==================== block 1
Block 1, floorplan with the power grid:
Scale bar: 20 µm. Pins as bars on the die edge. Tap cells in gray.
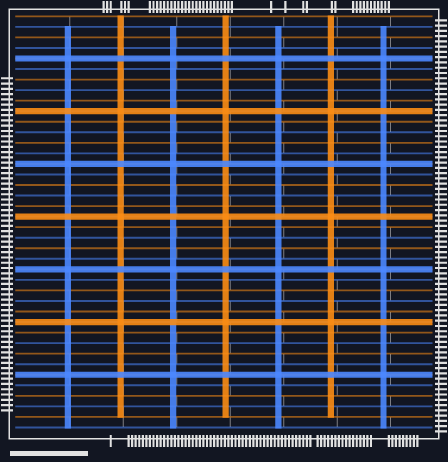
**src/rtl/cpu_types_pkg.sv**
```systemverilog
`default_nettype none
// ============================================================================
// Module   : cpu_types_pkg
// Purpose  : Shared CPU bus types: machine word, RAM handshake state and the
//            memory-controller arbitration state.
// Revision : 1.0 - initial release
// ============================================================================
package cpu_types_pkg;

  localparam int WORD_W = 32;

  typedef logic [WORD_W-1:0] word_t;

  // RAM handshake as reported by the RAM model/bridge
  typedef enum logic [1:0] {
    FREE   = 2'd0,
    BUSY   = 2'd1,
    ACCESS = 2'd2,
    ERROR  = 2'd3
  } ramstate_t;

  // Memory-controller arbitration state
  typedef enum logic [1:0] {
    IDLE   = 2'd0,
    DGRANT = 2'd1,
    IGRANT = 2'd2
  } memctl_state_t;

endpackage : cpu_types_pkg
`default_nettype wire

```
**src/rtl/memory_control_if.sv**
```systemverilog
`default_nettype none
// ============================================================================
// Module   : memory_control_if
// Purpose  : Cache-side and RAM-side bus bundle around the memory controller.
//            'slave' is the controller view, 'master' the caches + RAM view.
// Revision : 1.0 - initial release
// ============================================================================
interface memory_control_if
  import cpu_types_pkg::*;
#(
  parameter int WORD_W = 32
);

  // icache side
  logic              iREN;
  logic [WORD_W-1:0] iaddr;
  logic              iwait;
  logic [WORD_W-1:0] iload;

  // dcache side
  logic              dREN;
  logic              dWEN;
  logic [WORD_W-1:0] daddr;
  logic [WORD_W-1:0] dstore;
  logic              dwait;
  logic [WORD_W-1:0] dload;

  // RAM side
  logic              ramREN;
  logic              ramWEN;
  logic [WORD_W-1:0] ramaddr;
  logic [WORD_W-1:0] ramstore;
  logic [WORD_W-1:0] ramload;
  ramstate_t         ramstate;

  modport slave (
    input  iREN, iaddr, dREN, dWEN, daddr, dstore, ramload, ramstate,
    output iwait, iload, dwait, dload, ramREN, ramWEN, ramaddr, ramstore
  );

  modport master (
    output iREN, iaddr, dREN, dWEN, daddr, dstore, ramload, ramstate,
    input  iwait, iload, dwait, dload, ramREN, ramWEN, ramaddr, ramstore
  );

endinterface : memory_control_if
`default_nettype wire

```
**src/rtl/memory_control.sv**
```systemverilog
`default_nettype none
// ============================================================================
// Module   : memory_control
// Purpose  : Arbitrates icache fetches and dcache reads/writes onto a single
//            ported RAM. Requests are latched on grant entry; the granted wait
//            line drops for exactly the cycle RAM reports ACCESS. A sticky
//            watchdog flags any grant that waits WDOG_MAX cycles.
// Revision : 1.0 - initial release
// ============================================================================
module memory_control
  import cpu_types_pkg::*;
#(
  parameter int WORD_W   = 32,
  parameter int WDOG_MAX = 1023
) (
  input  logic                    CLK,
  input  logic                    nRST,
  memory_control_if.slave         bus,
  output logic                    wdog_err
);

  localparam int               CNT_W   = $clog2(WDOG_MAX + 1);
  localparam logic [CNT_W-1:0] CNT_MAX = CNT_W'(WDOG_MAX);

  memctl_state_t     state_q, state_d;
  logic              last_d_q, last_d_d;   // 1 when the last grant went to dcache
  logic [WORD_W-1:0] addr_q, addr_d;
  logic [WORD_W-1:0] store_q, store_d;
  logic              wr_q, wr_d;           // latched op: 1 = write
  logic [CNT_W-1:0]  cnt_q, cnt_d;
  logic              err_q, err_d;

  logic              d_req;
  logic              granted_req;

  assign d_req    = bus.dREN | bus.dWEN;
  assign wdog_err = err_q;

  // State, latched request and watchdog registers
  always_ff @(posedge CLK or negedge nRST) begin
    if (!nRST) begin
      state_q  <= IDLE;
      last_d_q <= 1'b0;
      addr_q   <= '0;
      store_q  <= '0;
      wr_q     <= 1'b0;
      cnt_q    <= '0;
      err_q    <= 1'b0;
    end else begin
      state_q  <= state_d;
      last_d_q <= last_d_d;
      addr_q   <= addr_d;
      store_q  <= store_d;
      wr_q     <= wr_d;
      cnt_q    <= cnt_d;
      err_q    <= err_d;
    end
  end

  // Arbitration, RAM sequencing, completion and watchdog next-state
  always_comb begin
    state_d      = state_q;
    last_d_d     = last_d_q;
    addr_d       = addr_q;
    store_d      = store_q;
    wr_d         = wr_q;
    cnt_d        = cnt_q;
    err_d        = err_q;
    granted_req  = 1'b0;

    bus.iwait    = 1'b1;
    bus.dwait    = 1'b1;
    bus.iload    = '0;
    bus.dload    = '0;
    bus.ramREN   = 1'b0;
    bus.ramWEN   = 1'b0;
    bus.ramaddr  = '0;
    bus.ramstore = '0;

    case (state_q)
      IDLE: begin
        // On a tie the side that did not win last time gets the grant
        if (d_req && (!bus.iREN || !last_d_q)) begin
          state_d  = DGRANT;
          addr_d   = bus.daddr;
          store_d  = bus.dstore;
          wr_d     = bus.dWEN;
          last_d_d = 1'b1;
          cnt_d    = '0;
        end else if (bus.iREN) begin
          state_d  = IGRANT;
          addr_d   = bus.iaddr;
          store_d  = '0;
          wr_d     = 1'b0;
          last_d_d = 1'b0;
          cnt_d    = '0;
        end
      end

      DGRANT, IGRANT: begin
        bus.ramREN   = ~wr_q;
        bus.ramWEN   = wr_q;
        bus.ramaddr  = addr_q;
        bus.ramstore = store_q;

        if (state_q == IGRANT) begin
          granted_req = bus.iREN;
        end else begin
          granted_req = wr_q ? bus.dWEN : bus.dREN;
        end

        // A withdrawn request aborts silently, even if RAM answers now
        if (!granted_req) begin
          state_d = IDLE;
        end else if (bus.ramstate == ACCESS) begin
          state_d = IDLE;
          if (state_q == IGRANT) begin
            bus.iwait = 1'b0;
            bus.iload = bus.ramload;
          end else begin
            bus.dwait = 1'b0;
            if (!wr_q) begin
              bus.dload = bus.ramload;
            end
          end
        end else begin
          // BUSY, FREE and ERROR all keep waiting
          if (cnt_q != CNT_MAX) begin
            cnt_d = cnt_q + 1'b1;
          end
          if (cnt_d == CNT_MAX) begin
            err_d = 1'b1;
          end
        end
      end

      default: begin
        state_d = IDLE;
      end
    endcase
  end

endmodule : memory_control
`default_nettype wire
```
**src/flat_wrapper.sv**
```systemverilog
// flat-port wrapper written by rule: the top's interface ports become plain ports
module memory_control_flat import cpu_types_pkg::*;
#(
  parameter int WORD_W   = 32,
  parameter int WDOG_MAX = 1023
)
  (CLK, nRST, wdog_err, bus_iREN, bus_iaddr, bus_dREN, bus_dWEN, bus_daddr, bus_dstore, bus_ramload, bus_ramstate, bus_iwait, bus_iload, bus_dwait, bus_dload, bus_ramREN, bus_ramWEN, bus_ramaddr, bus_ramstore);
  memory_control_if #(.WORD_W(WORD_W)) bus_i ();
  input  logic CLK;
  input  logic nRST;
  output logic wdog_err;
  input wire logic [$bits(bus_i.iREN)-1:0] bus_iREN;
  input wire logic [$bits(bus_i.iaddr)-1:0] bus_iaddr;
  input wire logic [$bits(bus_i.dREN)-1:0] bus_dREN;
  input wire logic [$bits(bus_i.dWEN)-1:0] bus_dWEN;
  input wire logic [$bits(bus_i.daddr)-1:0] bus_daddr;
  input wire logic [$bits(bus_i.dstore)-1:0] bus_dstore;
  input wire logic [$bits(bus_i.ramload)-1:0] bus_ramload;
  input wire logic [$bits(bus_i.ramstate)-1:0] bus_ramstate;
  output wire logic [$bits(bus_i.iwait)-1:0] bus_iwait;
  output wire logic [$bits(bus_i.iload)-1:0] bus_iload;
  output wire logic [$bits(bus_i.dwait)-1:0] bus_dwait;
  output wire logic [$bits(bus_i.dload)-1:0] bus_dload;
  output wire logic [$bits(bus_i.ramREN)-1:0] bus_ramREN;
  output wire logic [$bits(bus_i.ramWEN)-1:0] bus_ramWEN;
  output wire logic [$bits(bus_i.ramaddr)-1:0] bus_ramaddr;
  output wire logic [$bits(bus_i.ramstore)-1:0] bus_ramstore;
  assign bus_i.iREN = bus_iREN;
  assign bus_i.iaddr = bus_iaddr;
  assign bus_i.dREN = bus_dREN;
  assign bus_i.dWEN = bus_dWEN;
  assign bus_i.daddr = bus_daddr;
  assign bus_i.dstore = bus_dstore;
  assign bus_i.ramload = bus_ramload;
  assign bus_i.ramstate = bus_ramstate;
  assign bus_iwait = bus_i.iwait;
  assign bus_iload = bus_i.iload;
  assign bus_dwait = bus_i.dwait;
  assign bus_dload = bus_i.dload;
  assign bus_ramREN = bus_i.ramREN;
  assign bus_ramWEN = bus_i.ramWEN;
  assign bus_ramaddr = bus_i.ramaddr;
  assign bus_ramstore = bus_i.ramstore;
  memory_control #(.WORD_W(WORD_W), .WDOG_MAX(WDOG_MAX)) u_core (.CLK(CLK), .nRST(nRST), .bus(bus_i), .wdog_err(wdog_err));
endmodule
```
**config.mk**
```make
export PLATFORM = sky130hd
export DESIGN_NAME = memory_control_flat
export DESIGN_NICKNAME = d
export VERILOG_FILES = /design/src/rtl/cpu_types_pkg.sv /design/src/rtl/memory_control_if.sv /design/src/rtl/memory_control.sv /design/src/flat_wrapper.sv
export SDC_FILE = /design/constraint.sdc
export NUM_CORES = 1
export LEC_CHECK = 0
export ABC_CLOCK_PERIOD_IN_PS = 2250
export CORE_UTILIZATION = 39
export DETAILED_ROUTE_END_ITERATION = 12
export MAX_ROUTING_LAYER = met4
export PLACE_DENSITY = 0.86
export SLEW_MARGIN = 20
export SYNTH_ARGS = -nofsm -noshare
export SYNTH_HDL_FRONTEND = slang
export SYNTH_SLANG_ARGS = --single-unit
```
**constraint.sdc**
```tcl
create_clock -name CLK -period 2.25 [get_ports CLK]
set_clock_uncertainty 0.1 [all_clocks]
set_input_delay 0.45 -clock CLK [delete_from_list [all_inputs] [get_ports CLK]]
set_output_delay 0.45 -clock CLK [all_outputs]
set_load 0.02 [all_outputs]
```
==> results.txt <==
Here are the numbers from the latest Yosys + OpenROAD run.

The largest fanout on the critical path came out at 6. The final standard cell area without fillers came out at 0.00807 mm². The max-slew check reports its worst relative slack as around two thirds. The total clock network power came out at roughly 1.7 mW.

The logic share of the area is 31.1%. The power report attributes to the sequential group a share of about a quarter. Per the OpenROAD floorplan log, the area of the die is 0.0122 mm². The flow ran to the end, but the final reports show violations.

Switching power as a fraction of the total was reported as 39.6%. The async set-or-reset flop fraction in the synthesized netlist is 100%. Buffers inserted to repair hold after CTS numbered 0. The total length of routed met3 wires is between 700 and 800 µm. For reference, the top logic cell family by area is simple AND/OR/NAND/NOR gates. In this run, synthesis inferred 0 flip-flops with an integrated enable. The part of the power in combinational logic came out at 53.9%. The setup slack after placement came out at -0.611 ns. The floorplan row count came out at 39. The number of flip-flops and latches is about 79. The clock latency of the later-clocked register in the worst-skew pair is 0.32 ns. The H-tree was split into 3 levels. The critical path endpoint is bus_iload[3]. The number of nets at the end of the flow came out at 905. The final worst setup slack came out at -0.211 ns.

Global routing used 4.99% of the available met3 tracks. The post-cts gate resize count came out at 652. After routing, the total negative slack on setup checks comes to -8.63 ns. Between the synthesized netlist and the finished layout, the area growth was recorded as 76.0%. The longest clock path from root to sink contains 2 buffers. The fraction of standard cell area that is sequential is between 20% and 30%.

The cell family contributing the most delay on the critical path is buffers and inverters. The power of the combinational group came out at 4.76 mW. Warnings raised by the tools during the run amount to 30. The end-of-flow timing check tallies setup violations at 71. The aggregate routed wire length came out at 15700 µm. The launch point of the worst register-to-register path is recorded as u_core.cnt_q[0]$_DFFE_PN0P_. The post-route worst hold slack came out at 0.00109 ns. The post-synthesis sequential element count is 79. The placement stage leaves a total instance area of 0.00756 mm².

The final total power is approximately 9 mW. The footprint of the multi-input gates came out at 0.00251 mm². The via count of the first global-routing pass came out at 4744. The number of instances in the synthesized netlist is 480.

The report lists the cells along the critical path as clkdlybuf4s50_1, nand2b_1, nor3_4, buf_6, buf_16, buf_12, and2_4, buf_6. The mean cell area of the mapped netlist came out at approximately 9.6 µm². The power group with the highest consumption is combinational cells.

The number of cells on the critical path came out at 8. The post-detailed-route wirelength per cell is 17.1 µm. The final reports fail on setup timing. The analysis attributes to net switching a power of around 3.5 mW. Setup repair after global routing could not meet its margin everywhere. The clock drives 79 sinks.

The number of antenna violations at the first check in global routing was 2. The global-route usage over all layers came out at between 20% and 30%. Per the layout report, the design carries 10 clock buffers. The most used flip-flop cell after synthesis is sky130_fd_sc_hd__dfrtp_1. The critical path is of the in2out type. The largest stage delay on the critical path is 0.41 ns. The leakage power of the design came out at 3.83 nW. The global routing report lists met1 layer usage as 27.6%. The well tap count is 143.
About 'floorplan with the power grid' of block 1:
Key: orange = VDD; blue = VSS
7 straps on met4. 40 met1 rails follow the rows.
horizontal die dimension: 110 µm
vertical die dimension: 110 µm
Peak VDD IR: 0.000653 V
Core Region: 0.0114 mm²


==================== block 2
Block 2, floorplan with the power grid:
Scale bar: 20 µm. Pins as bars on the die edge. Tap cells in gray.
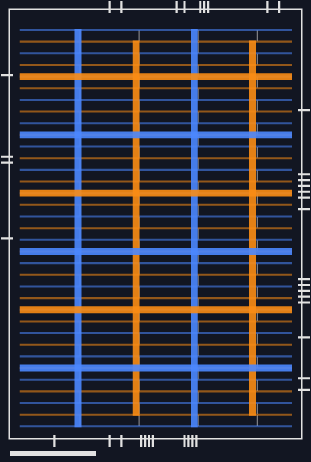
Block 2, placed cells, one color a class:
Scale bar: 20 µm.
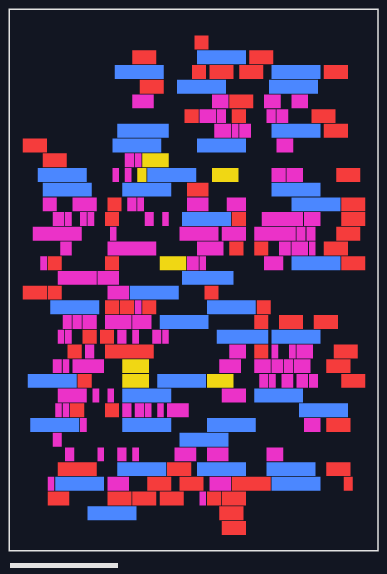
Block 2, clock network drawn from the DEF:
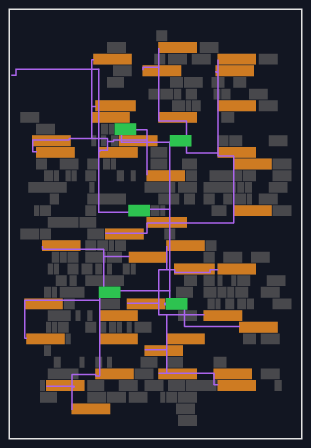
**src/rtl/twd_stage_ctrl.sv**
```systemverilog
// twd_stage_ctrl: frame sequencer and two-stage control pipeline for one FFT twiddle-multiply stage
module twd_stage_ctrl #(
  parameter int NBLK = 32,
  parameter int CNTW = $clog2(NBLK)
) (
  input  logic            clk,
  input  logic            rstn,
  input  logic            i_valid,
  input  logic            i_sof,
  output logic            i_ready,
  output logic            s1_ld,
  output logic            mul_en,
  output logic [CNTW-1:0] mul_blk,
  output logic            s2_ld,
  output logic            o_valid,
  input  logic            o_ready,
  output logic [CNTW-1:0] o_blk,
  output logic            o_sof,
  output logic            o_eof,
  output logic            frm_err,
  output logic [15:0]     frm_cnt
);

  typedef enum logic {IDLE, RUN} state_t;

  localparam logic [CNTW-1:0] LAST = CNTW'(NBLK - 1);

  state_t          state;
  logic [CNTW-1:0] blk_cnt;
  logic            s1_valid;
  logic            s1_sof;
  logic            s1_eof;
  logic            beat;
  logic            last;
  logic [CNTW-1:0] tag_blk;
  logic            tag_eof;

  // Handshake and tag for the block offered this cycle; a stray non-sof beat in IDLE is consumed but not loaded
  always_comb begin
    s2_ld   = s1_valid & (~o_valid | o_ready);
    i_ready = ~s1_valid | s2_ld;
    beat    = i_valid & i_ready;
    s1_ld   = beat & (i_sof | (state == RUN));
    last    = (blk_cnt == LAST);
    tag_blk = i_sof ? '0 : blk_cnt;
    tag_eof = ~i_sof & (state == RUN) & last;
  end

  assign mul_en  = s1_valid;

  // Frame tracker: counts blocks within a frame and flags framing violations (sticky)
  always_ff @(posedge clk or negedge rstn) begin
    if (!rstn) begin
      state   <= IDLE;
      blk_cnt <= '0;
      frm_err <= 1'b0;
    end else if (beat) begin
      if (i_sof) begin
        state   <= RUN;
        blk_cnt <= CNTW'(1);
        if (state == RUN) frm_err <= 1'b1;
      end else if (state == IDLE) begin
        frm_err <= 1'b1;
      end else if (last) begin
        state   <= IDLE;
        blk_cnt <= '0;
      end else begin
        blk_cnt <= blk_cnt + CNTW'(1);
      end
    end
  end

  // S1: input register / multiplier stage, loaded on accept, emptied when it moves to S2
  always_ff @(posedge clk or negedge rstn) begin
    if (!rstn) begin
      s1_valid <= 1'b0;
      mul_blk  <= '0;
      s1_sof   <= 1'b0;
      s1_eof   <= 1'b0;
    end else if (s1_ld) begin
      s1_valid <= 1'b1;
      mul_blk  <= tag_blk;
      s1_sof   <= i_sof;
      s1_eof   <= tag_eof;
    end else if (s2_ld) begin
      s1_valid <= 1'b0;
    end
  end

  // S2: output register, tag held stable until the downstream handshake
  always_ff @(posedge clk or negedge rstn) begin
    if (!rstn) begin
      o_valid <= 1'b0;
      o_blk   <= '0;
      o_sof   <= 1'b0;
      o_eof   <= 1'b0;
    end else if (s2_ld) begin
      o_valid <= 1'b1;
      o_blk   <= mul_blk;
      o_sof   <= s1_sof;
      o_eof   <= s1_eof;
    end else if (o_ready) begin
      o_valid <= 1'b0;
    end
  end

  // Completed-frame counter, bumped when the eof block leaves the stage
  always_ff @(posedge clk or negedge rstn) begin
    if (!rstn) frm_cnt <= '0;
    else if (o_valid & o_ready & o_eof) frm_cnt <= frm_cnt + 16'd1;
  end

endmodule
```
**config.mk**
```make
export PLATFORM = sky130hd
export DESIGN_NAME = twd_stage_ctrl
export DESIGN_NICKNAME = d
export VERILOG_FILES = /design/src/rtl/twd_stage_ctrl.sv
export SDC_FILE = /design/constraint.sdc
export NUM_CORES = 1
export LEC_CHECK = 0
export CELL_PAD_IN_SITES_DETAIL_PLACEMENT = 0
export CELL_PAD_IN_SITES_GLOBAL_PLACEMENT = 1
export CORE_ASPECT_RATIO = 1.5
export CORE_MARGIN = 2
export CORE_UTILIZATION = 28
export DETAILED_ROUTE_END_ITERATION = 10
export PLACE_DENSITY_LB_ADDON = 0.1
export REMOVE_ABC_BUFFERS = 1
export SKIP_CTS_REPAIR_TIMING = 1
export SYNTH_ARGS = -nofsm -noshare
export SYNTH_HDL_FRONTEND = slang
export SYNTH_SLANG_ARGS = --single-unit
```
**constraint.sdc**
```tcl
create_clock -name clk -period 1.55 [get_ports clk]
set_input_delay 0.3875 -clock clk [delete_from_list [all_inputs] [get_ports clk]]
set_output_delay 0.3875 -clock clk [all_outputs]
set_load 0.02 [all_outputs]
```
==> results.txt <==
Here are the numbers from the latest Yosys + OpenROAD run.

The largest stage delay on the critical path is ~0.36 ns. The number of maximum-capacitance violations is 0. The last timing report of the flow puts the setup violation total at 2. The xor and xnor fraction of the mapped netlist area is under 10%. The total length of routed met3 wires is about 160 µm. The part of the power in combinational logic is a little under a quarter. The number of cells reported by Yosys stat comes to ~150. The detailed placement HPWL came out at 2910 µm.

The number of antenna violations at the first check in global routing is 0. Setup repair after global routing could not meet its margin everywhere. The placement-stage cell area is 0.00234 mm². The diode insertion count for antenna repair is 0. Before CTS, the worst setup slack after placement is -0.807 ns. Yosys attributes the largest share of cell area to sky130_fd_sc_hd__dfrtp_1 (57%), sky130_fd_sc_hd__nand2_1 (5.3%), sky130_fd_sc_hd__xnor2_1 (5.1%), sky130_fd_sc_hd__mux2_1 (4.6%), sky130_fd_sc_hd__ha_1 (3.6%). Routed signal wires occupy layers up through met4. The post-synthesis sequential element count is 39.

After layout, the minimum clock period comes to 1.58 ns. The flow inserted 72 tap cells. The number of flip-flops and latches is 39.

The fill cell instance count of the final layout came out at 576. The number of clock buffer instances in the layout came out at 6. The layout buffering overhead excluding clock cells is about a quarter. The sequential cell power came out at 1.18 mW. The via count came out at 1330.

The last weighted congestion value of the routability-driven placer is 0.785. For this run, design rule violations remaining after detail routing come to 0. The final standard cell area without fillers is 0.00268 mm². The final total power came out at ~2.4 mW. The most used flip-flop cell after synthesis is sky130_fd_sc_hd__dfrtp_1.

The share of the synthesized area in the top cell type came out at 56.9%. The internal portion of the total power is 1.76 mW. The path class of the tightest hold or removal check is in2async. The number of buffers on the longest clock path came out at 2. The share of the yosys chip area belonging to registers came out at 56.9%. Counting every instance in the synthesized netlist gives 148. Port buffering added 38 buffers. For the worst setup path, the data arrival time is 1.19 ns. The total count of hold-check failures in the final report is 0. The max-slew headroom at the worst pin came out at 74.3%. Walking the critical path from launch to capture passes 5 cell instances.

The synthesized-area fraction occupied by adder cells came out at 3.65%. The aggregate routed wire length is between 3000 and 4000 µm. The sequential power share came out at 48.0%. The critical path startpoint is state$_DFFE_PN0P_. The clock latency of the later-clocked register in the worst-skew pair is 0.29 ns. The mean cell area of the mapped netlist came out at 11.6 µm².

The switching power total came out at 0.691 mW. In this design, the critical path's most frequently occurring cell is sky130_fd_sc_hd__inv_2. The TritonCTS clock tree is yes.

The largest net degree at the start of global routing came out at 26. Counting the inverters off the clock network in the layout gives 6. Clock tree synthesis inserted a total of 5 buffers. Once iteration 0 of detailed routing completed, the report listed 31 DRC markers. The number of detailed-route iterations in the first pass came out at 4.

The count of cells along the worst register-to-register path is 6. The final reports fail on setup timing. The timing report gives the clock slew at the launch and capture registers of the worst setup and hold paths as roughly 0.080 ns. The distinct cell type count after synthesis is 29.

The final-report max-slew violation count is 0. The worst path buffer plus inverter count is 3. The achievable frequency is ~630 MHz. The footprint of the multi-input gates came out at 788 µm². The group that draws the most power in this run is registers. The number of nets at the end of the flow came out at 229. CTS placed an instance of sky130_fd_sc_hd__clkbuf_8 at the clock tree root. The floorplan step records an initial core utilization of 29.2%. The gate family responsible for the most delay along the worst path is flip-flops. The run finished, with violations left. The library cells used most frequently in the layout, excluding fill and tap cells, are sky130_fd_sc_hd__dfrtp_1 (36), sky130_fd_sc_hd__dlymetal6s2s_1 (34), sky130_fd_sc_hd__buf_4 (26). The final worst setup slack is -0.0293 ns.
Notes on 'floorplan with the power grid' of block 2 above:
Key: blue = VSS; orange = VDD
35 met1 rails follow the rows. 39 signal pins sit on the boundary. The core has 34 rows. 6 straps on met5. 4 straps on met4.
Peak VDD IR: 0.000668 V
Core Region: 0.00587 mm²
horizontal die dimension: 67.9 µm

Notes on 'placed cells, one color a class' of block 2 above:
Key: yellow = clock drivers and dummy loads [cells 7, share of their area 3.4%]; red = remaining buffers and delay cells [cells 66, share of their area 28%]; magenta = remaining logic cells [cells 107, share of their area 31%]; blue = registers [cells 39, share of their area 38%]
utilization after layout: 45.7%
std cell rows: 34

Notes on 'clock network drawn from the DEF' of block 2 above:
Key: purple = clock wires [length 532 µm]; orange = flip-flops [count 39]; green = clock-net drivers [count 5]
There are 6 routed clock nets.
reported clock group power: 0.689 mW
Clock power frac: 28.2%



==> notes/layouts.md <==
Pictures saved along the way, in no particular order.

Placed standard cells.
image #1
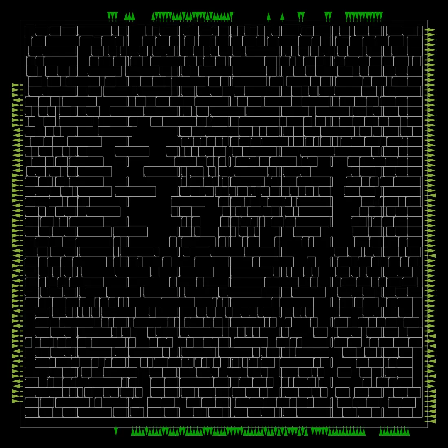
image #2
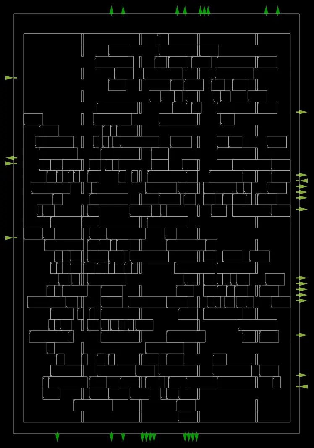
Image #2 comes from block 2.
Image #1 comes from block 1.


## Gallery

Metal layers overlaid.
Scale bar: 20 µm. Only two layers are drawn.
Plate I
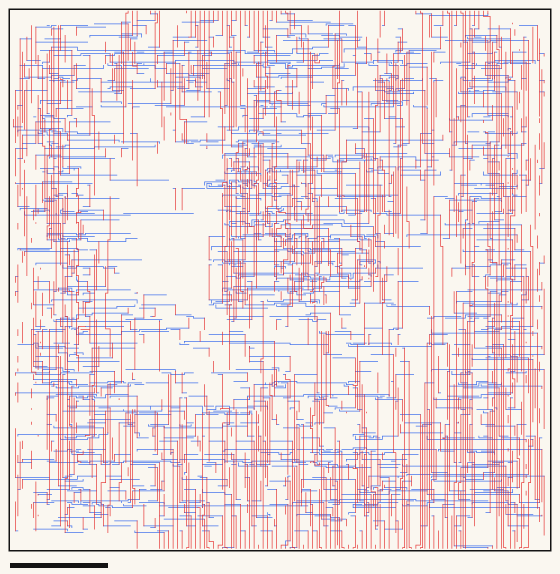
Plate II
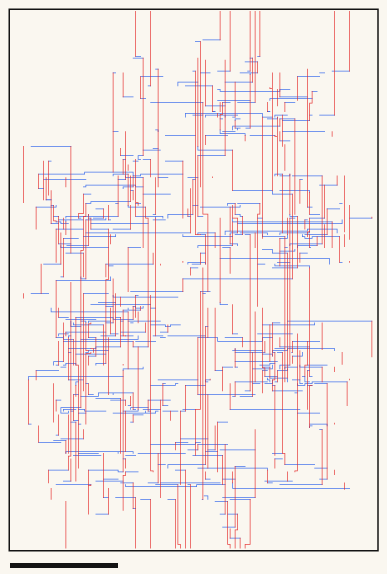
Plate I -> block 1
Plate II -> block 2
- largest die: Plate I
- most wire: Plate I

Key to Plate I:
Key: red = M2 [wire length 8550 µm]; blue = M1 [wire length 5960 µm]

Power and IR drop assume default switching activity.
